# ---- block 1 ----
Figure 1. Placement by cell class (block 1).
Fill, decap, tap and diode cells in gray.
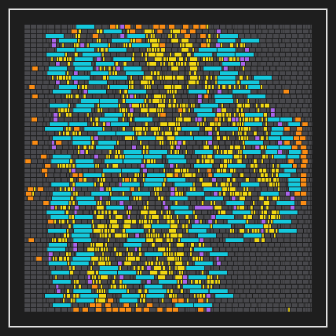

==> src/rtl/pixel_window_ctrl.sv <==
// Pixel window hit detector: NWIN shadow/active rectangular windows, fixed-priority
// selection and a per-window frame-buffer read-address counter, one-cycle latency.
module pixel_window_ctrl #(
  parameter int W    = 10,
  parameter int NWIN = 2,
  parameter int AW   = 17,
  parameter int IW   = 3
) (
  input  logic          clk,
  input  logic          rst_n,
  input  logic          frame_start,
  input  logic          pix_valid,
  input  logic [W-1:0]  x,
  input  logic [W-1:0]  y,
  input  logic          cfg_we,
  input  logic [IW-1:0] cfg_idx,
  input  logic [W-1:0]  cfg_xl,
  input  logic [W-1:0]  cfg_xr,
  input  logic [W-1:0]  cfg_yu,
  input  logic [W-1:0]  cfg_yd,
  input  logic          cfg_en,
  output logic          read_pixel,
  output logic [IW-1:0] win_id,
  output logic [AW-1:0] rd_addr,
  output logic          cfg_pending
);

  typedef struct packed {
    logic [W-1:0] xl;
    logic [W-1:0] xr;
    logic [W-1:0] yu;
    logic [W-1:0] yd;
    logic         en;
  } winCfgT;

  // One extra bit so the limit is representable even when NWIN == 2**IW.
  localparam logic [IW:0] NWIN_LIM = (IW+1)'(NWIN);

  winCfgT          shadowWin [NWIN];
  winCfgT          activeWin [NWIN];
  logic [AW-1:0]   addrCnt   [NWIN];

  winCfgT          cfgWord;
  logic            cfgAccept;
  logic [NWIN-1:0] cfgSel;
  logic [NWIN-1:0] winHit;
  logic [NWIN-1:0] grant;
  logic            hitAny;
  logic [IW-1:0]   hitId;
  logic [AW-1:0]   hitAddr;

  assign cfgWord   = {cfg_xl, cfg_xr, cfg_yu, cfg_yd, cfg_en};
  assign cfgAccept = cfg_we && ({1'b0, cfg_idx} < NWIN_LIM);

  // Inverted bounds can never satisfy both compares, so they need no special case.
  always_comb begin
    // NOTE: every comb output gets a default first so no path can infer a latch.
    cfgSel  = '0;
    winHit  = '0;
    grant   = '0;
    hitAny  = 1'b0;
    hitId   = '0;
    hitAddr = '0;
    for (int k = 0; k < NWIN; k++) begin
      cfgSel[k] = cfgAccept && (cfg_idx == IW'(k));
      winHit[k] = pix_valid && activeWin[k].en &&
                  (x >= activeWin[k].xl) && (x <= activeWin[k].xr) &&
                  (y >= activeWin[k].yu) && (y <= activeWin[k].yd);
      if (winHit[k] && !hitAny) begin
        hitAny   = 1'b1;
        grant[k] = 1'b1;
        hitId    = IW'(k);
        hitAddr  = addrCnt[k];
      end
    end
  end

  always_ff @(posedge clk) begin
    if (!rst_n) begin
      // NOTE: window arrays are reset explicitly; an unknown enable would allow stray hits.
      for (int k = 0; k < NWIN; k++) begin
        shadowWin[k] <= '0;
        activeWin[k] <= '0;
        addrCnt[k]   <= '0;
      end
      read_pixel  <= 1'b0;
      win_id      <= '0;
      rd_addr     <= '0;
      cfg_pending <= 1'b0;
    end else begin
      // NOTE: non-blocking assignments keep every register sampling pre-edge values.
      for (int k = 0; k < NWIN; k++) begin
        if (cfgSel[k]) shadowWin[k] <= cfgWord;
        // A write on the frame_start edge goes straight through to the active copy.
        if (frame_start) activeWin[k] <= cfgSel[k] ? cfgWord : shadowWin[k];
        if (frame_start)   addrCnt[k] <= '0;
        else if (grant[k]) addrCnt[k] <= addrCnt[k] + AW'(1);
      end
      if (frame_start)    cfg_pending <= 1'b0;
      else if (cfgAccept) cfg_pending <= 1'b1;
      read_pixel <= hitAny;
      win_id     <= hitId;
      rd_addr    <= hitAddr;
    end
  end

endmodule

==> config.mk <==
export PLATFORM = sky130hd
export DESIGN_NAME = pixel_window_ctrl
export DESIGN_NICKNAME = d
export VERILOG_FILES = /design/src/rtl/pixel_window_ctrl.sv
export SDC_FILE = /design/constraint.sdc
export NUM_CORES = 1
export LEC_CHECK = 0
export ABC_AREA = 1
export CAP_MARGIN = 5
export CORE_MARGIN = 8
export CORE_UTILIZATION = 40
export CTS_BUF_LIST = sky130_fd_sc_hd__clkbuf_4
export DETAILED_ROUTE_END_ITERATION = 8
export SYNTH_ARGS = -nofsm -noshare
export SYNTH_HDL_FRONTEND = slang
export SYNTH_SLANG_ARGS = --single-unit
==> constraint.sdc <==
create_clock -name clk -period 6 [get_ports clk]
set_input_delay 1.2 -clock clk [delete_from_list [all_inputs] [get_ports clk]]
set_output_delay 1.2 -clock clk [all_outputs]
set_load 0.02 [all_outputs]
# ---- block 2 ----
===== src/rtl/icb_splt.sv =====
// Single-master to SPLT_NUM-slave ICB address splitter with in-order response return.
// Define SPLT_ERR_RSP_EN to route unmapped addresses to an internal error responder.
module icb_splt #(
  parameter int                     AW              = 32,
  parameter int                     DW              = 64,
  parameter int                     USR_W           = 1,
  parameter int                     SPLT_NUM        = 4,
  parameter int                     OUTS_DP         = 4,
  parameter logic [SPLT_NUM*AW-1:0] SPLT_BASE       = {32'h3000_0000, 32'h2000_0000, 32'h1000_0000, 32'h0000_0000},
  parameter logic [SPLT_NUM*AW-1:0] SPLT_MASK       = {4{32'hF000_0000}},
  parameter int                     ALLOW_0CYCL_RSP = 1
) (
  input  logic                      clk,
  input  logic                      rst,
  input  logic                      i_icb_cmd_vld,
  output logic                      i_icb_cmd_rdy,
  input  logic                      i_icb_cmd_read,
  input  logic [AW-1:0]             i_icb_cmd_addr,
  input  logic [DW-1:0]             i_icb_cmd_wdata,
  input  logic [DW/8-1:0]           i_icb_cmd_wmask,
  input  logic [USR_W-1:0]          i_icb_cmd_usr,
  output logic                      i_icb_rsp_vld,
  input  logic                      i_icb_rsp_rdy,
  output logic                      i_icb_rsp_err,
  output logic [DW-1:0]             i_icb_rsp_rdata,
  output logic [USR_W-1:0]          i_icb_rsp_usr,
  output logic [SPLT_NUM-1:0]       o_bus_icb_cmd_vld,
  input  logic [SPLT_NUM-1:0]       o_bus_icb_cmd_rdy,
  output logic [SPLT_NUM-1:0]       o_bus_icb_cmd_read,
  output logic [SPLT_NUM*AW-1:0]    o_bus_icb_cmd_addr,
  output logic [SPLT_NUM*DW-1:0]    o_bus_icb_cmd_wdata,
  output logic [SPLT_NUM*DW/8-1:0]  o_bus_icb_cmd_wmask,
  output logic [SPLT_NUM*USR_W-1:0] o_bus_icb_cmd_usr,
  input  logic [SPLT_NUM-1:0]       o_bus_icb_rsp_vld,
  output logic [SPLT_NUM-1:0]       o_bus_icb_rsp_rdy,
  input  logic [SPLT_NUM-1:0]       o_bus_icb_rsp_err,
  input  logic [SPLT_NUM*DW-1:0]    o_bus_icb_rsp_rdata,
  input  logic [SPLT_NUM*USR_W-1:0] o_bus_icb_rsp_usr
);

  localparam int CW = $clog2(OUTS_DP + 1);
  localparam int NT = SPLT_NUM + 1;
  localparam logic [SPLT_NUM-1:0] ONE  = {{(SPLT_NUM-1){1'b0}}, 1'b1};
  localparam logic [SPLT_NUM-1:0] DFLT = {1'b1, {(SPLT_NUM-1){1'b0}}};

  logic [SPLT_NUM-1:0] hit;
  logic [SPLT_NUM-1:0] hit_low;
  logic                miss;
  logic [NT-1:0]       sel;
  logic [NT-1:0]       src;
  logic [NT-1:0]       cur_sel;
  logic [CW-1:0]       cnt;
  logic                allow;
  logic                tgt_rdy;
  logic                cmd_hsk;
  logic                rsp_hsk;
  logic                err_vld;
  logic                err_rdy;
  logic [USR_W-1:0]    err_rsp_usr;

  // Command fields go to every slave; only the vld is steered.
  assign o_bus_icb_cmd_read  = {SPLT_NUM{i_icb_cmd_read}};
  assign o_bus_icb_cmd_addr  = {SPLT_NUM{i_icb_cmd_addr}};
  assign o_bus_icb_cmd_wdata = {SPLT_NUM{i_icb_cmd_wdata}};
  assign o_bus_icb_cmd_wmask = {SPLT_NUM{i_icb_cmd_wmask}};
  assign o_bus_icb_cmd_usr   = {SPLT_NUM{i_icb_cmd_usr}};

  // Region decode; lowest hit index wins by isolating the lowest set bit.
  always_comb begin
    hit = {SPLT_NUM{1'b0}};
    for (int k = 0; k < SPLT_NUM; k++) begin
      hit[k] = ((i_icb_cmd_addr & SPLT_MASK[k*AW +: AW]) ==
                (SPLT_BASE[k*AW +: AW] & SPLT_MASK[k*AW +: AW]));
    end
    hit_low = hit & (~hit + ONE);
    miss    = ~|hit;
`ifdef SPLT_ERR_RSP_EN
    sel = {miss, hit_low};
`else
    sel = {1'b0, hit_low | ({SPLT_NUM{miss}} & DFLT)};
`endif
  end

  // Issue only to the target already in flight, so responses stay ordered.
  always_comb begin
    allow             = (cnt == {CW{1'b0}}) | ((cnt < CW'(OUTS_DP)) & (sel == cur_sel));
    tgt_rdy           = (|(sel[SPLT_NUM-1:0] & o_bus_icb_cmd_rdy)) | (sel[SPLT_NUM] & err_rdy);
    i_icb_cmd_rdy     = allow & tgt_rdy;
    o_bus_icb_cmd_vld = sel[SPLT_NUM-1:0] & {SPLT_NUM{i_icb_cmd_vld & allow}};
    cmd_hsk           = i_icb_cmd_vld & i_icb_cmd_rdy;
  end

  // Response source selection.
  always_comb begin
    if (cnt != {CW{1'b0}}) begin
      src = cur_sel;
    end else if ((ALLOW_0CYCL_RSP != 0) && cmd_hsk) begin
      src = sel;
    end else begin
      src = {NT{1'b0}};
    end
  end

  // Response mux back to the master.
  always_comb begin
    i_icb_rsp_vld   = src[SPLT_NUM] & err_vld;
    i_icb_rsp_err   = src[SPLT_NUM] & err_vld;
    i_icb_rsp_rdata = {DW{1'b0}};
    i_icb_rsp_usr   = {USR_W{src[SPLT_NUM]}} & err_rsp_usr;
    for (int k = 0; k < SPLT_NUM; k++) begin
      i_icb_rsp_vld   = i_icb_rsp_vld | (src[k] & o_bus_icb_rsp_vld[k]);
      i_icb_rsp_err   = i_icb_rsp_err | (src[k] & o_bus_icb_rsp_err[k]);
      i_icb_rsp_rdata = i_icb_rsp_rdata | ({DW{src[k]}} & o_bus_icb_rsp_rdata[k*DW +: DW]);
      i_icb_rsp_usr   = i_icb_rsp_usr | ({USR_W{src[k]}} & o_bus_icb_rsp_usr[k*USR_W +: USR_W]);
    end
    o_bus_icb_rsp_rdy = src[SPLT_NUM-1:0] & {SPLT_NUM{i_icb_rsp_rdy}};
    rsp_hsk           = i_icb_rsp_vld & i_icb_rsp_rdy;
  end

  // Outstanding counter and current target.
  always_ff @(posedge clk or posedge rst) begin
    if (rst) begin
      cnt     <= {CW{1'b0}};
      cur_sel <= {NT{1'b0}};
    end else begin
      case ({cmd_hsk, rsp_hsk})
        2'b10:   cnt <= cnt + {{(CW-1){1'b0}}, 1'b1};
        2'b01:   cnt <= cnt - {{(CW-1){1'b0}}, 1'b1};
        default: cnt <= cnt;
      endcase
      if (cmd_hsk) begin
        cur_sel <= sel;
      end
    end
  end

`ifdef SPLT_ERR_RSP_EN
  logic             err_pend;
  logic [USR_W-1:0] err_usr;

  // Internal error responder: one pending error at a time.
  always_ff @(posedge clk or posedge rst) begin
    if (rst) begin
      err_pend <= 1'b0;
      err_usr  <= {USR_W{1'b0}};
    end else if (cmd_hsk & sel[SPLT_NUM]) begin
      err_pend <= 1'b1;
      err_usr  <= i_icb_cmd_usr;
    end else if (rsp_hsk & src[SPLT_NUM]) begin
      err_pend <= 1'b0;
    end
  end

  assign err_vld     = err_pend;
  assign err_rdy     = ~err_pend;
  assign err_rsp_usr = err_usr;
`else
  assign err_vld     = 1'b0;
  assign err_rdy     = 1'b0;
  assign err_rsp_usr = {USR_W{1'b0}};
`endif

endmodule


===== config.mk =====
export PLATFORM = sky130hd
export DESIGN_NAME = icb_splt
export DESIGN_NICKNAME = d
export VERILOG_FILES = /design/src/rtl/icb_splt.sv
export SDC_FILE = /design/constraint.sdc
export NUM_CORES = 1
export LEC_CHECK = 0
export CORE_AREA = 4 4 337 339
export CTS_CLUSTER_DIAMETER = 60
export CTS_CLUSTER_SIZE = 24
export DETAILED_ROUTE_END_ITERATION = 8
export DIE_AREA = 0 0 341 343
export PLACE_DENSITY = 0.32
export SLEW_MARGIN = 10
export SYNTH_ARGS = -nofsm -noshare
export SYNTH_HDL_FRONTEND = slang
export SYNTH_SLANG_ARGS = --single-unit

===== constraint.sdc =====
create_clock -name clk -period 2.6 [get_ports clk]
set_input_delay 0.39 -clock clk [delete_from_list [all_inputs] [get_ports clk]]
set_output_delay 0.39 -clock clk [all_outputs]
set_load 0.02 [all_outputs]

# ---- block 3 ----
--- src/rtl/point_referee.sv ---
`default_nettype none
// ============================================================================
// Module      : point_referee
// Description : Pong-style point referee. It handles serve timing, goal
//               detection, scoring and the win/game-over decision.
//               Optional macro WIN_BY_TWO_EN makes a win need a two-point lead.
// Revision    : 1.0 - initial release
// ============================================================================
module point_referee #(
  parameter int SERVE_DELAY = 60,
  parameter int WIN_SCORE   = 7,
  parameter int GOAL_LEFT   = 8,
  parameter int GOAL_RIGHT  = 632
) (
  input  logic       clk,
  input  logic       rst,
  input  logic       frame_tick,
  input  logic       start,
  input  logic [9:0] ball_x,
  output logic       play_en,
  output logic       serve_pulse,
  output logic       serve_dir,
  output logic [3:0] score1,
  output logic [3:0] score2,
  output logic       game_over,
  output logic       winner
);

  typedef enum logic [2:0] {
    S_IDLE       = 3'd0,
    S_SERVE_WAIT = 3'd1,
    S_PLAY       = 3'd2,
    S_POINT      = 3'd3,
    S_OVER       = 3'd4
  } state_t;

  localparam logic [7:0] c_serve_delay = 8'(SERVE_DELAY);
  localparam logic [4:0] c_win_score   = 5'(WIN_SCORE);
  localparam logic [9:0] c_goal_left   = 10'(GOAL_LEFT);
  localparam logic [9:0] c_goal_right  = 10'(GOAL_RIGHT);

  state_t     r_state;
  logic [7:0] r_cnt;

  logic [3:0] w_scorer;
  logic [3:0] w_other;
  logic       w_lead_ok;
  logic       w_win;

  // serve_dir already points at the scorer: 1 means player1 just scored.
  always_comb begin
    w_scorer = serve_dir ? score1 : score2;
    w_other  = serve_dir ? score2 : score1;
`ifdef WIN_BY_TWO_EN
    w_lead_ok = ({1'b0, w_scorer} >= ({1'b0, w_other} + 5'd2));
`else
    w_lead_ok = 1'b1;
`endif
    w_win = (w_scorer == 4'd15) || (({1'b0, w_scorer} >= c_win_score) && w_lead_ok);
  end

  function automatic logic [3:0] sat_inc(input logic [3:0] v);
    return (v == 4'd15) ? v : v + 4'd1;
  endfunction

  always_ff @(posedge clk) begin
    if (!rst) begin
      r_state     <= S_IDLE;
      r_cnt       <= 8'd0;
      score1      <= 4'd0;
      score2      <= 4'd0;
      play_en     <= 1'b0;
      serve_pulse <= 1'b0;
      serve_dir   <= 1'b0;
      game_over   <= 1'b0;
      winner      <= 1'b0;
    end else begin
      serve_pulse <= 1'b0;
      case (r_state)
        S_IDLE, S_OVER: begin
          if (start) begin
            score1    <= 4'd0;
            score2    <= 4'd0;
            serve_dir <= 1'b0;
            game_over <= 1'b0;
            winner    <= 1'b0;
            r_cnt     <= c_serve_delay;
            r_state   <= S_SERVE_WAIT;
          end
        end
        S_SERVE_WAIT: begin
          if (frame_tick) begin
            r_cnt <= r_cnt - 8'd1;
            if (r_cnt == 8'd1) begin
              serve_pulse <= 1'b1;
              play_en     <= 1'b1;
              r_state     <= S_PLAY;
            end
          end
        end
        S_PLAY: begin
          if (frame_tick) begin
            if (ball_x <= c_goal_left) begin
              score2    <= sat_inc(score2);
              serve_dir <= 1'b0;
              play_en   <= 1'b0;
              r_state   <= S_POINT;
            end else if (ball_x >= c_goal_right) begin
              score1    <= sat_inc(score1);
              serve_dir <= 1'b1;
              play_en   <= 1'b0;
              r_state   <= S_POINT;
            end
          end
        end
        S_POINT: begin
          if (w_win) begin
            game_over <= 1'b1;
            winner    <= ~serve_dir;
            r_state   <= S_OVER;
          end else begin
            r_cnt   <= c_serve_delay;
            r_state <= S_SERVE_WAIT;
          end
        end
        default: r_state <= S_IDLE;
      endcase
    end
  end

endmodule
`default_nettype wire
--- config.mk ---
export PLATFORM = sky130hd
export DESIGN_NAME = point_referee
export DESIGN_NICKNAME = d
export VERILOG_FILES = /design/src/rtl/point_referee.sv
export SDC_FILE = /design/constraint.sdc
export NUM_CORES = 1
export LEC_CHECK = 0
export CORE_ASPECT_RATIO = 2
export CORE_MARGIN = 2
export CORE_UTILIZATION = 40
export CTS_CLUSTER_SIZE = 30
export DETAILED_ROUTE_END_ITERATION = 12
export GPL_TIMING_DRIVEN = 0
export MAX_ROUTING_LAYER = met4
export SETUP_SLACK_MARGIN = 0.3
export SYNTH_ARGS = -nofsm -noshare
export SYNTH_HDL_FRONTEND = slang
export SYNTH_SLANG_ARGS = --single-unit
--- constraint.sdc ---
create_clock -name clk -period 2.15 [get_ports clk]
set_input_delay 0.645 -clock clk [delete_from_list [all_inputs] [get_ports clk]]
set_output_delay 0.645 -clock clk [all_outputs]
set_load 0.01 [all_outputs]
# ---- block 4 ----
### config.mk
export PLATFORM = sky130hd
export DESIGN_NAME = axis_framer
export DESIGN_NICKNAME = d
export VERILOG_FILES = /design/src/rtl/axis_framer.sv
export SDC_FILE = /design/constraint.sdc
export NUM_CORES = 1
export LEC_CHECK = 0
export CORE_UTILIZATION = 60
export DETAILED_ROUTE_END_ITERATION = 7
export GPL_ROUTABILITY_DRIVEN = 0
export PLACE_DENSITY = 0.94
export SLEW_MARGIN = 20
export SYNTH_ARGS = -nofsm -noshare
export SYNTH_HDL_FRONTEND = slang
export SYNTH_SLANG_ARGS = --single-unit
export TNS_END_PERCENT = 50
### constraint.sdc
create_clock -name clk -period 5.8 [get_ports clk]
set_input_delay 1.74 -clock clk [delete_from_list [all_inputs] [get_ports clk]]
set_output_delay 1.74 -clock clk [all_outputs]
set_load 0.05 [all_outputs]
### src/rtl/axis_framer.sv
// -----------------------------------------------------------------------------
// axis_framer
//
// Takes raw pixel beats from an unframed valid/ready input and re-emits them as
// a framed Axis master stream. The frame dimensions are captured when a frame
// starts. m_sof marks the first pixel of the frame and m_eol marks the last
// pixel of every line. A single registered output stage sits between input and
// output. It sustains one beat per cycle and honours downstream backpressure.
//
// Parameters
//   DataWidth  pixel width
//   ColWidth   width of the column count / column counter
//   RowWidth   width of the row count / row counter
//
// Ports
//   clk         rising-edge clock
//   rst         asynchronous, active-low reset
//   start       one-cycle frame request, honoured only while idle
//   cols, rows  frame dimensions, captured on an accepted start
//   s_data      input pixel
//   s_valid     input beat valid
//   s_ready     input beat accepted when s_valid && s_ready
//   m_data      output pixel
//   m_valid     output beat valid
//   m_ready     downstream ready
//   m_sof       first pixel of the frame (qualified by m_valid)
//   m_eol       last pixel of a line (qualified by m_valid)
//   busy        high from accepted start until the last output beat transfers
//   frame_done  one-cycle pulse after the last beat of the frame transfers
// -----------------------------------------------------------------------------
module axis_framer #(
  parameter int DataWidth = 8,
  parameter int ColWidth  = 12,
  parameter int RowWidth  = 12
) (
  input  logic                 clk,
  input  logic                 rst,
  input  logic                 start,
  input  logic [ColWidth-1:0]  cols,
  input  logic [RowWidth-1:0]  rows,
  input  logic [DataWidth-1:0] s_data,
  input  logic                 s_valid,
  output logic                 s_ready,
  output logic [DataWidth-1:0] m_data,
  output logic                 m_valid,
  input  logic                 m_ready,
  output logic                 m_sof,
  output logic                 m_eol,
  output logic                 busy,
  output logic                 frame_done
);

  typedef enum logic [1:0] {
    IDLE  = 2'd0,
    RUN   = 2'd1,
    DRAIN = 2'd2
  } state_t;

  state_t state;
  state_t state_next;

  // Frame dimensions captured at start, plus the position of the next input pixel.
  logic [ColWidth-1:0] cols_l;
  logic [RowWidth-1:0] rows_l;
  logic [ColWidth-1:0] col;
  logic [RowWidth-1:0] row;

  // Last column and last row indices. Zero dimensions never reach here, so
  // subtracting one cannot wrap.
  logic [ColWidth-1:0] col_max;
  logic [RowWidth-1:0] row_max;

  logic start_ok;
  logic in_hs;
  logic out_hs;
  logic pix_sof;
  logic pix_eol;
  logic pix_last;

  assign col_max  = cols_l - ColWidth'(1);
  assign row_max  = rows_l - RowWidth'(1);

  assign start_ok = start && (cols != '0) && (rows != '0);
  assign in_hs    = s_valid && s_ready;
  assign out_hs   = m_valid && m_ready;

  // Framing flags for the pixel that is currently presented at the input.
  assign pix_sof  = (col == '0) && (row == '0);
  assign pix_eol  = (col == col_max);
  assign pix_last = pix_eol && (row == row_max);

  // ---------------------------------------------------------------------------
  // Next-state logic and input ready
  // ---------------------------------------------------------------------------
  // NOTE: every signal driven here gets a default before the case statement.
  // Without those defaults, a path that skips an assignment would infer a latch.
  always_comb begin
    state_next = state;
    s_ready    = 1'b0;
    unique case (state)
      IDLE: begin
        if (start_ok) state_next = RUN;
      end
      RUN: begin
        // The output register can take a new beat when it is empty or is
        // being emptied in this same cycle.
        s_ready = !m_valid || m_ready;
        if (s_valid && (!m_valid || m_ready) && pix_last) state_next = DRAIN;
      end
      DRAIN: begin
        // Only the frame's final beat can still be in the output register here.
        if (out_hs) state_next = IDLE;
      end
      default: state_next = IDLE;
    endcase
  end

  // NOTE: sequential state is updated only with non-blocking assignments.
  // This keeps every flop sampling its inputs from before the clock edge,
  // whatever order the blocks are evaluated in.
  always_ff @(posedge clk or negedge rst) begin
    if (!rst) begin
      state <= IDLE;
    end else begin
      state <= state_next;
    end
  end

  // ---------------------------------------------------------------------------
  // Dimension latch and pixel position counters
  // ---------------------------------------------------------------------------
  always_ff @(posedge clk or negedge rst) begin
    if (!rst) begin
      cols_l <= '0;
      rows_l <= '0;
      col    <= '0;
      row    <= '0;
    end else begin
      if ((state == IDLE) && start_ok) begin
        cols_l <= cols;
        rows_l <= rows;
        col    <= '0;
        row    <= '0;
      end else if (in_hs) begin
        if (pix_last) begin
          col <= '0;
          row <= '0;
        end else if (pix_eol) begin
          col <= '0;
          row <= row + RowWidth'(1);
        end else begin
          col <= col + ColWidth'(1);
        end
      end
    end
  end

  // ---------------------------------------------------------------------------
  // Output register
  // ---------------------------------------------------------------------------
  // Data and flags load only on an input handshake. An input handshake cannot
  // happen while the register is stalled, so the outputs stay stable during
  // backpressure.
  always_ff @(posedge clk or negedge rst) begin
    if (!rst) begin
      m_data  <= '0;
      m_sof   <= 1'b0;
      m_eol   <= 1'b0;
      m_valid <= 1'b0;
    end else begin
      if (in_hs) begin
        m_data <= s_data;
        m_sof  <= pix_sof;
        m_eol  <= pix_eol;
      end
      // A reload in the same cycle as a transfer keeps m_valid high. This gives
      // back-to-back beats.
      if (in_hs) begin
        m_valid <= 1'b1;
      end else if (out_hs) begin
        m_valid <= 1'b0;
      end
    end
  end

  // ---------------------------------------------------------------------------
  // Frame status
  // ---------------------------------------------------------------------------
  always_ff @(posedge clk or negedge rst) begin
    if (!rst) begin
      busy       <= 1'b0;
      frame_done <= 1'b0;
    end else begin
      frame_done <= 1'b0;
      if ((state == IDLE) && start_ok) begin
        busy <= 1'b1;
      end else if ((state == DRAIN) && out_hs) begin
        busy       <= 1'b0;
        frame_done <= 1'b1;
      end
    end
  end

endmodule
Figure 2. Port wiring (block 3).
Bar = 10 um.
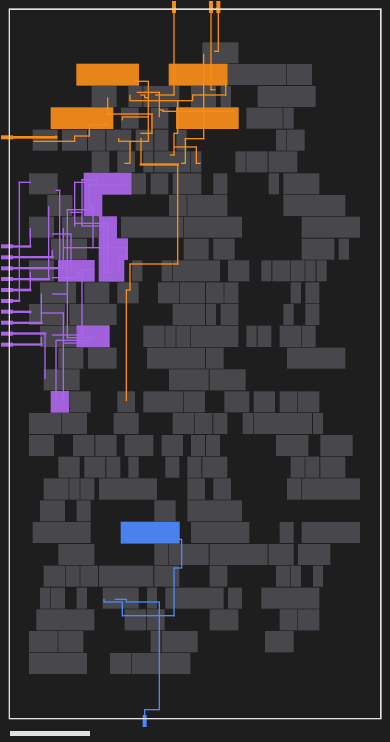
Blue shows winner, bits 1, direction output, end cells 1, buffers 1, wire 43.5 um. Purple shows ball_x, bits 10, direction input, end cells 8, buffers 10, wire 228 um. Orange shows score1, bits 4, direction output, end cells 4, buffers 4, wire 181 um.

Figure 3. Placement view (block 3).
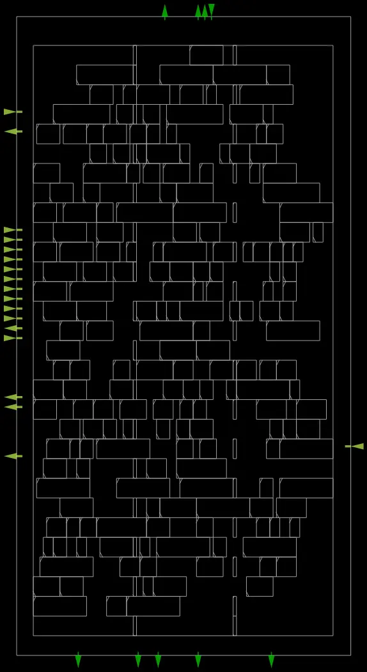
fin cells: 228
total core area: 3378 um^2
tap cells: 32
FILL cells: 329
flop share of the area: 26.06%

==> results.cfg, block 3 <==
; physical design summary
[run_status]
run_status = finished clean

[sta]
final-hold-violation-count = 0
worst_slack_ps = 314.2
setup_tns_ps = 0
max_freq_mhz = 544.7
worst_clock_skew_ps = 5.575

[clocking]
tritoncts = done
clkLatencyLatePin_ps = 280
clk_pin_slew_ps = 90
cts_hold_buf = 0
clock_sinks = 24

[placed_design]
place_ws_ps = -279.3
gp_congestion = 0.7601

[power_and_ir_drop]
p_clk_share_pct = 32.8
ir_worst_vdd_uv = 439.3
powerClk_uw = 320

[worst_hold_path]
hp-class = reg2reg
min_to = game_over$_SDFFE_PN0P_
worstHoldStart = game_over$_SDFFE_PN0P_
hold-path-cell-count = 2

[grt]
gr-usage-all-layers_pct = 22.61
antenna_found_initial = 0

[floorplan]
die_w_um = 46.15
num_rows = 30
fp-utilization_pct = 42.07

[setup_path]
r2r-end = r_cnt[7]$_SDFFE_PN0P_
crit_arrival_ps = 2010
crit_type = in2reg
worstPathMaxFanout = 4
path_cells = clkdlybuf4s15_1, or3b_4, buf_4, nand2_1, a21oi_1, a211o_1
crit_end = score1[3]$_SDFFE_PN0P_

[job]
tool_warnings = 29

[synth]
synth.distinct_cells = 52
synth_cells = 163
area_leaders = dfxtp_1 34%, nand2_1 3.7%, ha_1 3.5%, nand3_1 3.2%, o21ai_0 3.2%
synth_warnings = 0

[final_layout]
fin_nets = 215
most-common-layout-cells = 20 x dfxtp_1, 14 x nand2_1, 11 x dlygate4sd2_1

[routing]
wirelength_um = 4020
[block 3: state kept, by name, summed over array words and instances (netlist names)]
signal and cells:
r_cnt 8, score1 4, score2 4, r_state 3, game_over 1, play_en 1, serve_dir 1, serve_pulse 1
winner 1
[block 3: logic make-up after synthesis]
group                    synth area share (%)
buffers and inverters                   2.993
multiplexers                            1.409
AND/OR/NAND/NOR                         32.92
AND-OR/OR-AND                           25.35
flip-flops                              33.80
adder cells (fa/ha/maj)                 3.521
[block 3: tightest hold or removal path: stages, from the launching register on]
cell and delay (ps):
dfxtp_1 310, nand2_1 50, a21boi_0 60
[block 3: layer usage]
metal / vias to the layer above / part of all wire, %
met1: 697 / 35
met4: 0 / 2.6
met5: - / 0
met2: 33 / 60
met3: 7 / 2.4
li1: 694 / -
[block 3: layout make-up]
cell class / count / area, um^2
Buffer: 6 / 25.02
Sequential cell: 24 / 485.5
Multi-Input combinational cell: 128 / 947.2
Inverter: 5 / 18.77
Clock buffer: 4 / 55.05
Timing Repair Buffer: 29 / 291.5
Fill cell: 329 / 1515
Tap cell: 32 / 40.04
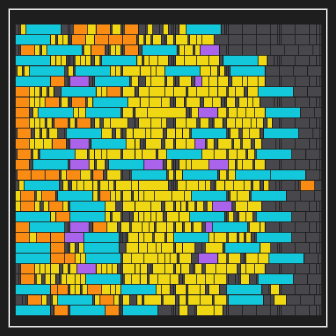
Figure 4: block 4, placement by cell class.
Fill, decap, tap and diode cells in gray.
Cyan shows sequential cells, cells 63, share of their area 35%. Purple shows clock drivers and dummy loads, cells 15, share of their area 4.1%. Yellow shows remaining logic cells, cells 377, share of their area 49%. Orange shows remaining buffers and delay cells, cells 54, share of their area 12%.

==> results.cfg, block 4 <==
; physical design summary
[power_and_ir_drop]
power-top-group = combinational cells
ir_worst_vdd_uv = 296.1
p_sw_share_pct = 43.98
p_seq_share_pct = 38.3

[routing]
drt_iter0_drc = 577
met2_length_um = 5026
wirelength_um = 10470
vias_per_cell = 6.634
wl_met1_um = 4238

[synth]
yosys.area_share.aoi_pct = 15.26
synth_warnings = 0
edf_count = 0
largest_area_cell = dfrtp_1
ys_ff = 63
yosysTopAreaCellShare_pct = 40.48
common_cells = 108 x nand2_1, 63 x dfrtp_1, 20 x o21ai_0, 17 x clkbuf_1, 17 x nand3_1

[setup_path]
r2r_cells = 9
worstReg2RegStart = cols_l[0]$_DFFE_PN0P_
crit_path_frequent_cell = clkdlybuf4s50_1
crit_buf_inv = 2
crit_end = s_ready

[job]
cap_violations = 0

[sta]
min_period_over_period_pct = 87.16
final-hold-violation-count = 0
max_freq_mhz = 197.8
relSlewSlack_pct = 33.69

[final_layout]
num-clock-buffers = 12
ff_latch_area_um2 = 1577
largest_cell_class = combinational gates
bufAreaShareNonClock_pct = 11.42
nNonClkInverters = 15

[run_status]
run_status = finished clean

[floorplan]
die_y_um = 82.57
num_io_pins = 51

[grt]
gr-usage-met2_pct = 53.64
grt_pass1_wl_um = 17200
met3_usage_pct = 5.604

[clocking]
tritoncts = done
clockRootBuffer = clkbuf_8
htree_levels = 3
numCtsBuffers = 9

[placed_design]
io_buffers = 50
[block 4: through the flow]
| step | hold WS [ps] | cells | cell area, um^2 | setup WS (ps) | total power, mW |
|---|---|---|---|---|---|
| finish | 480.4 | 584 | 4602 | 744.8 | 1.932 |
| global route | 498.3 | 584 | 4602 | 681.4 | 2.048 |
| CTS | 485.8 | 584 | 4602 | 747.9 | 1.911 |
| detailed placement | 471.7 | 569 | 4419 | 748.3 | 1.551 |
| global placement | 457.5 | 569 | 4419 | 784.2 | 1.498 |
| floorplan | 453.6 | 463 | 3895 | 1476 | 1.312 |
[block 4: how the worst min path moves through the flow]
stage / endpoint / startpoint / slack (ps)
after floorplan: frame_done$_DFF_PN0_ / state[0]$_DFFE_PN0P_ / 450
after global placement: m_data[3]$_DFFE_PN0P_ / m_data[3]$_DFFE_PN0P_ / 460
after detailed placement: m_eol$_DFFE_PN0P_ / m_eol$_DFFE_PN0P_ / 470
after CTS: m_data[5]$_DFFE_PN0P_ / m_data[5]$_DFFE_PN0P_ / 490
after global routing: m_data[0]$_DFFE_PN0P_ / m_data[0]$_DFFE_PN0P_ / 500
final: m_data[5]$_DFFE_PN0P_ / m_data[5]$_DFFE_PN0P_ / 480
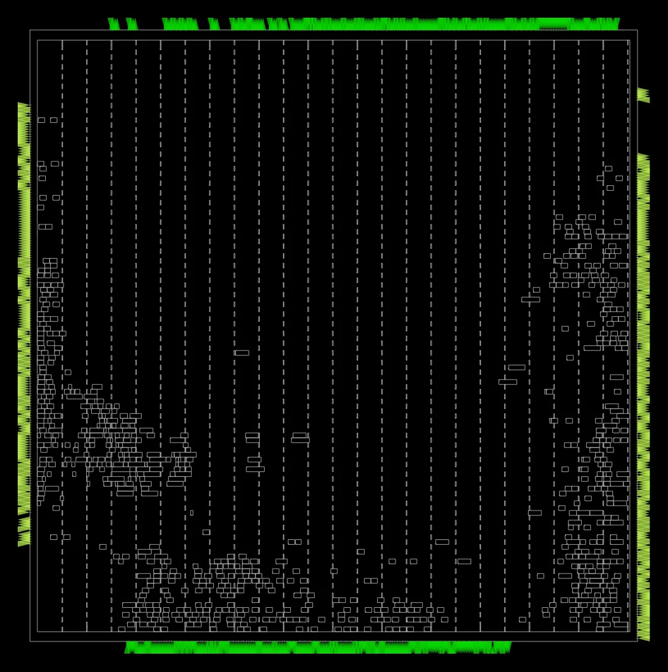
Figure 5: block 2, placement view.
Seq cells: 7
flop share of the area: 1.866%
tap cells: 1488

==> results.cfg, block 2 <==
; physical design summary
[run_status]
run_status = finished with violations
violations = setup timing

[routing]
route.vias.total = 4867
post_drt_wl_per_cell_um = 21.49
maxUsedRoutingLayer = met5

[sta]
worst_slack_ps = -270.3
setup_viol = 66

[setup_path]
crit_path_frequent_cell = buf_12
worstReg2RegStart = cnt[2]$_DFFE_PP0P_
crit_required_ps = 2210
cp.depth = 9

[clocking]
htree_levels = 1
numCtsBuffers = 3

[placed_design]
post-place-cells = 2131

[synth]
ys_area_um2 = 5319

[final_layout]
num-clock-buffers = 4
comb_share_pct = 20.58
bufAreaShareNonClock_pct = 56.41
area_growth_pct = 76.48

[power_and_ir_drop]
p_clk_share_pct = 3.1

[worst_hold_path]
hp-class = in2async
block 2: how the worst max path moves through the flow:
stage	start	endpoint	slack (ps)
final	cnt[0]$_DFFE_PP0P_	i_icb_rsp_rdata[10]	-270
after global placement	i_icb_cmd_addr[31]	i_icb_rsp_rdata[24]	-1050
after floorplan	i_icb_cmd_addr[29]	cnt[2]$_DFFE_PP0P_	4
after CTS	cnt[1]$_DFFE_PP0P_	i_icb_rsp_rdata[40]	-260
after global routing	cnt[2]$_DFFE_PP0P_	i_icb_rsp_rdata[10]	-320
after detailed placement	i_icb_cmd_addr[31]	i_icb_rsp_rdata[24]	-1100
block 2: cells by family after synthesis:
kind of cell               after synthesis  share of synthesized area, %
AOI/OAI and AO/OA                      149                         26.16
xor gates and xnor gates                 5                        0.8235
adders and majority gates                2                        0.6116
buffers and inverters                  464                         63.89
DFF                                      7                         3.293
muxes                                    7                         1.482
and+or+nand+nor                         33                         3.741
block 2: routing by layer:
layer	vias up	global-route usage [%]
met3	148	4.219
li1	1993	-
met2	460	10.91
met4	12	2.885
met5	-	0
met1	2254	8.818
block 2: state kept, by name, summed over array words and instances (netlist names):
signal	cells
cnt	3
cur_sel	4
Figure 6. Placement view (block 1).
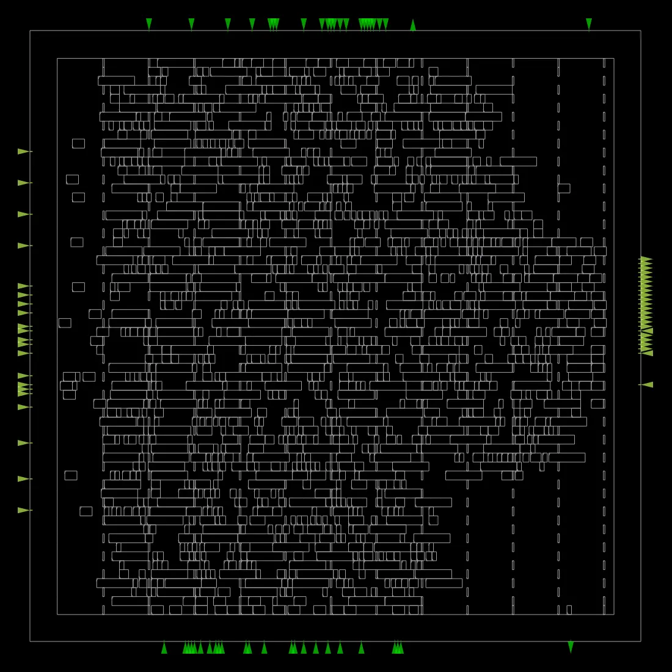
flop share of the area: 47.30%
final core utilization: 47.12%
Rows: 62
total core area: 28470 um^2

About Figure 1:
Purple shows clock drivers and dummy loads, cells 105, share of their area 5.8%. Orange shows remaining buffers and delay cells, cells 99, share of their area 7.4%. Yellow shows remaining logic cells, cells 913, share of their area 38%. Cyan shows sequential cells, cells 218, share of their area 49%.

==> results.cfg, block 1 <==
; physical design summary
[clocking]
clk_pin_slew_ps = 70
htree_levels = 2
clock_sinks = 218
post_cts_buffers = 0
clockBufferDepth = 3
post_cts_resized = 0

[synth]
yosys.area_share.aoi_pct = 5.482
ys_area_um2 = 11460
area_leaders = edfxtp_1 52%, ha_1 9.0%, nand2_1 7.1%, inv_1 5.8%, a21oi_1 4.5%
yosysTopAreaCellShare_pct = 51.89
ys_sh_simple_pct = 20.06
synth.distinct_cells = 36
syn_area_um2 = 11460
yosysSeqAreaShare_pct = 55.39
syn_area_per_cell_um2 = 9.701
muxShareOfSynthArea_pct = 0
ys_ff = 218
synth_warnings = 0

[grt]
gr-usage-all-layers_pct = 15.81
grt_pass1_wl_um = 42640
gr-usage-met2_pct = 26.67
grt_pass1_vias = 8059

[sta]
final-hold-violation-count = 0
max_freq_mhz = 260.3
setup_tns_ps = 0
min_period_over_period_pct = 64.04
setup_viol = 0
layout_min_cycle_time_ps = 3842
holdWs_ps = 500.3

[final_layout]
n_antenna_cell = 1
design.seq.count = 218
num-clock-buffers = 86
comb_share_pct = 31.27
nNonClkInverters = 183
final-comb-area_um2 = 4195
nNonClkBuffers = 99
post_layout_nonfiller_instances = 1720
clkCellAreaFrac_pct = 5.549

[power_and_ir_drop]
powerClk_mw = 1.30
combPwrFrac_pct = 11.2
leakage_nw = 5.704

[worst_hold_path]
min_to = cfg_pending$_SDFFE_PP0P_

[placed_design]
post-place-cells = 1614
post_dp_cell_area_um2 = 12670

[job]
cap_violations = 0

[run_status]
run_status = finished clean

[routing]
route.detailed.drc = 0
post_drt_wl_per_cell_um = 15.89
drt_iter0_drc = 502

[floorplan]
die_w_um = 185.2
die_area_um2 = 34310

[setup_path]
critPathCaptureType = flip-flop
crit_arrival_ps = 4120
[block 1: synthesized netlist by cell type (all sizes together)]
cell,number
dfxtp,20
nor3,6
a21o,6
or2,42
conb,1
clkbuf,33
o21a,1
a31o,1
o21bai,4
nand4,48
nand3,69
a21oi,103
nand3b,1
inv,181
ha,82
a31oi,1
nand2,218
xor2,20
clkinv,2
nor2,117
xnor2,6
buf,18
edfxtp,198
o21ai,3
[block 1: flip-flops by register name, summed over array words and instances (netlist names)]
| register | cells |
|---|---|
| cfg_pending | 1 |
| activeWin | 82 |
| read_pixel | 1 |
| win_id | 1 |
| rd_addr | 17 |
| shadowWin | 82 |
| addrCnt | 34 |
[block 1: cells by family (layout without fill, tap and decap cells)]
| family | after synthesis | in the layout |
|---|---|---|
| other | 1 | 3 |
| AOI/OAI and AO/OA | 119 | 119 |
| and+or+nand+nor | 501 | 501 |
| DFF | 218 | 218 |
| xor gates and xnor gates | 26 | 26 |
| buffers and inverters | 234 | 387 |
| adders and majority gates | 82 | 82 |
[block 1: worst max-delay path, delay by kind of cell]
family,cells,cell delay (ps)
buffers and inverters,2,770
AOI/OAI and AO/OA,1,160
and+or+nand+nor,6,1600
adders and majority gates,1,360

==> gallery <==
Drive-strength map.
(a)
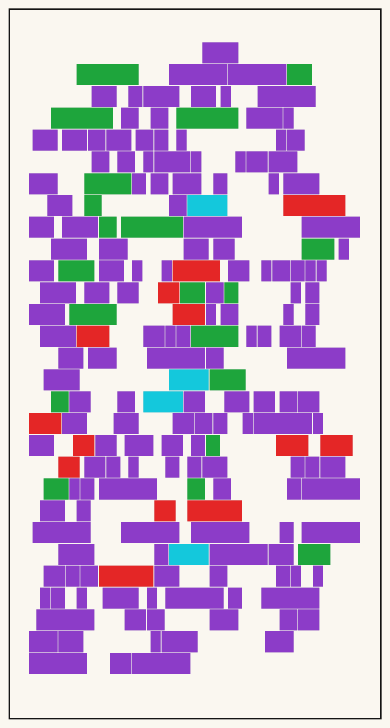
(b)
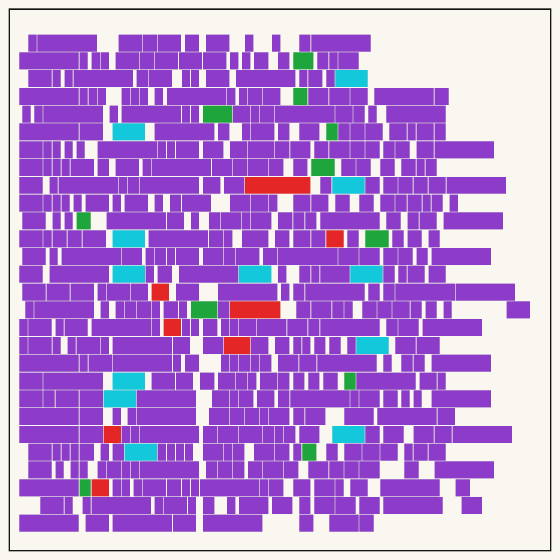
(c)
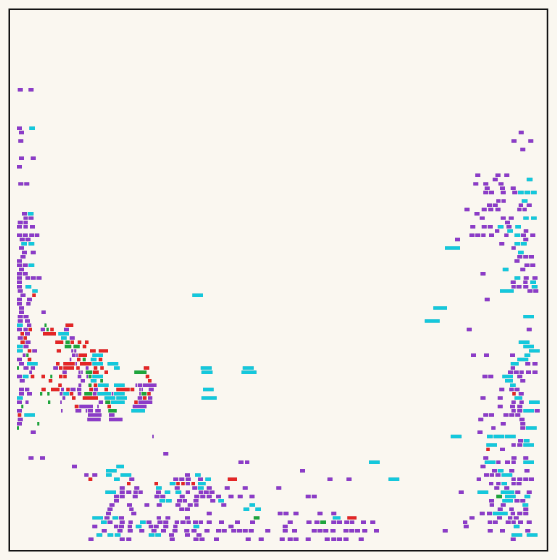
(d)
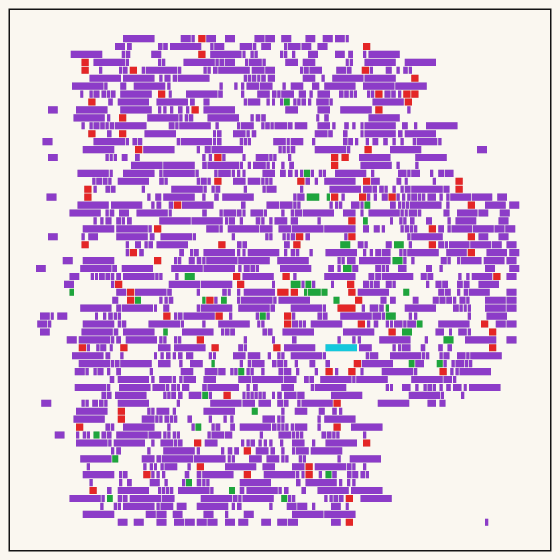
block 4: (b)
block 2: (c)
block 1: (d)
block 3: (a)
Of these, fewest cells: (a)

Key to (c):
Cyan shows x6 and larger, cells 131, share 19%. Green shows x2, cells 27, share 3.9%. Red shows x3 and x4, cells 67, share 9.7%. Purple shows x1 and smaller, cells 468, share 68%.



==> gallery <==
Port wiring.
Plate I
Bar = 100 um.
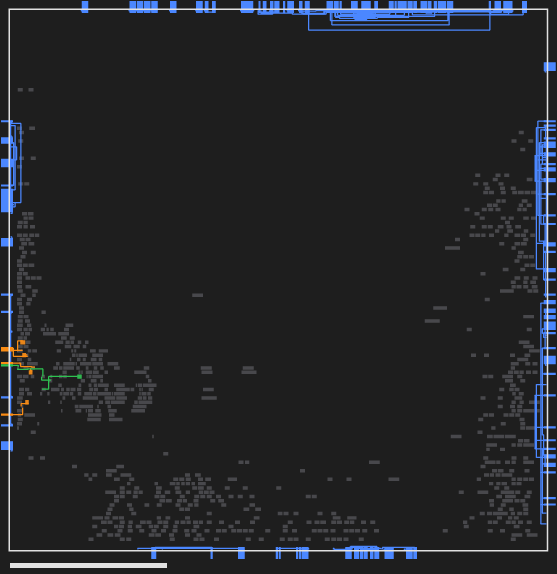
Plate II
Bar = 50 um.
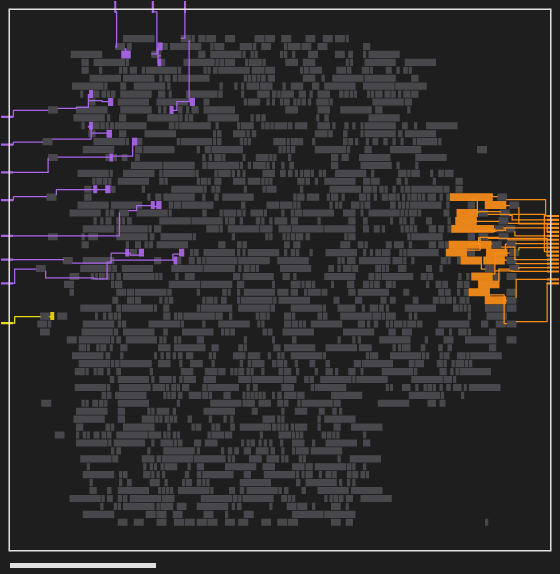
Plate III
Bar = 20 um.
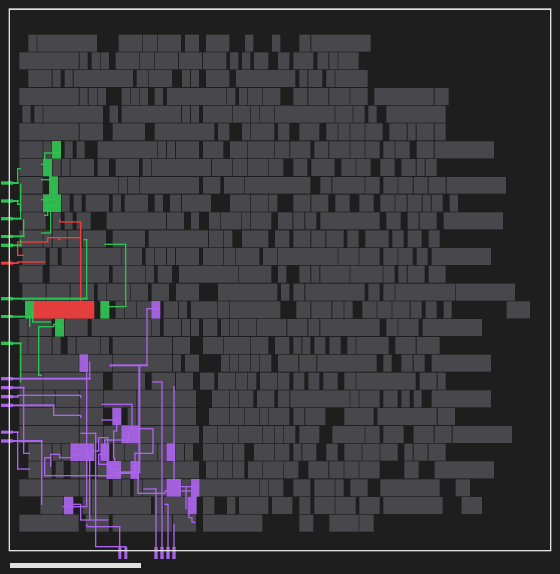
block 4: Plate III
block 2: Plate I
block 1: Plate II


==> notes/layouts.md <==
Pictures saved along the way, in no particular order.

Wiring by layer.
panel A
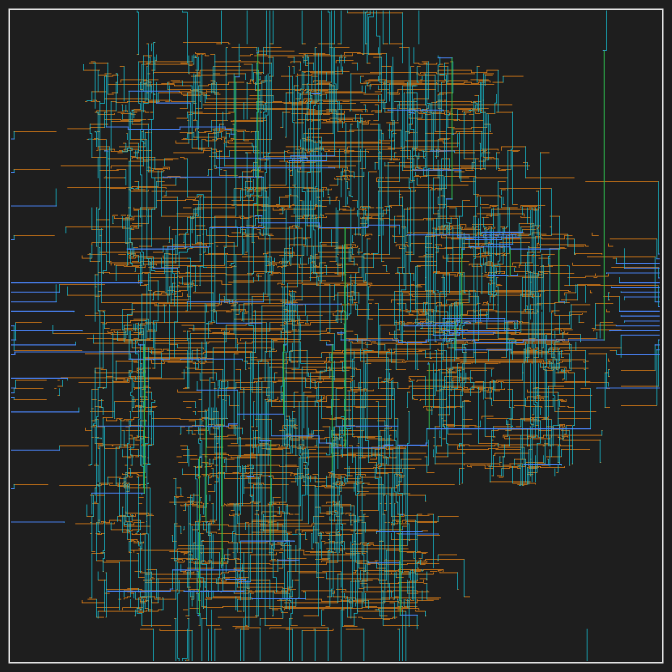
panel B
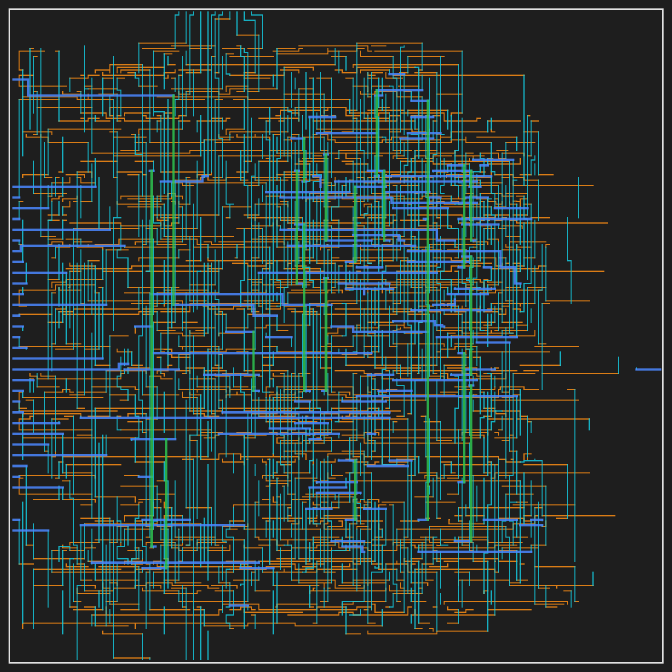
panel C
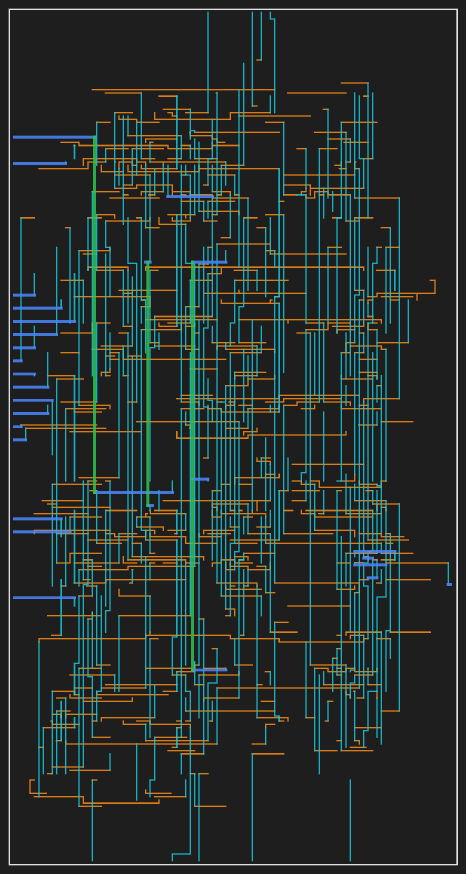
panel D
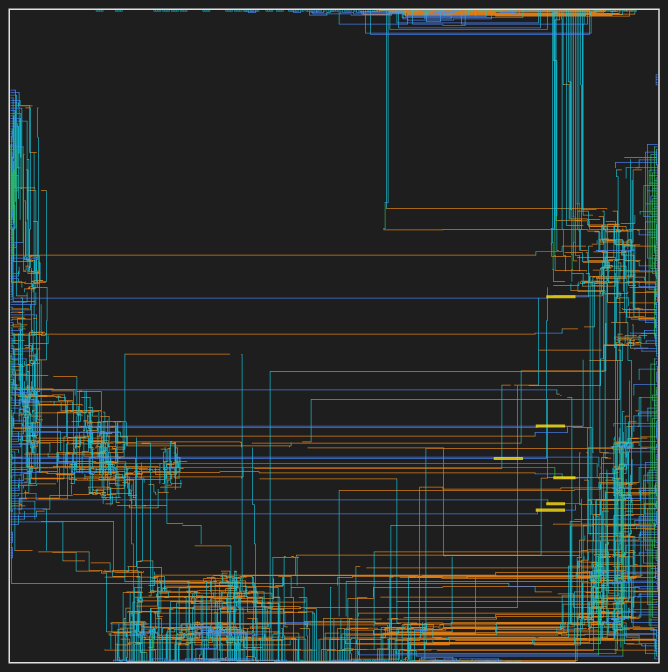
For block 1, see panel A.
For block 4, see panel B.
For block 3, see panel C.
For block 2, see panel D.
The one with the least wire is panel C.
The one with the most wire is panel D.

Key to panel A:
Blue shows M3, wire length 1480 um. Green shows M4, wire length 600 um. Cyan shows M2, wire length 13400 um. Orange shows M1, wire length 11800 um.

Power and IR drop assume default switching activity.
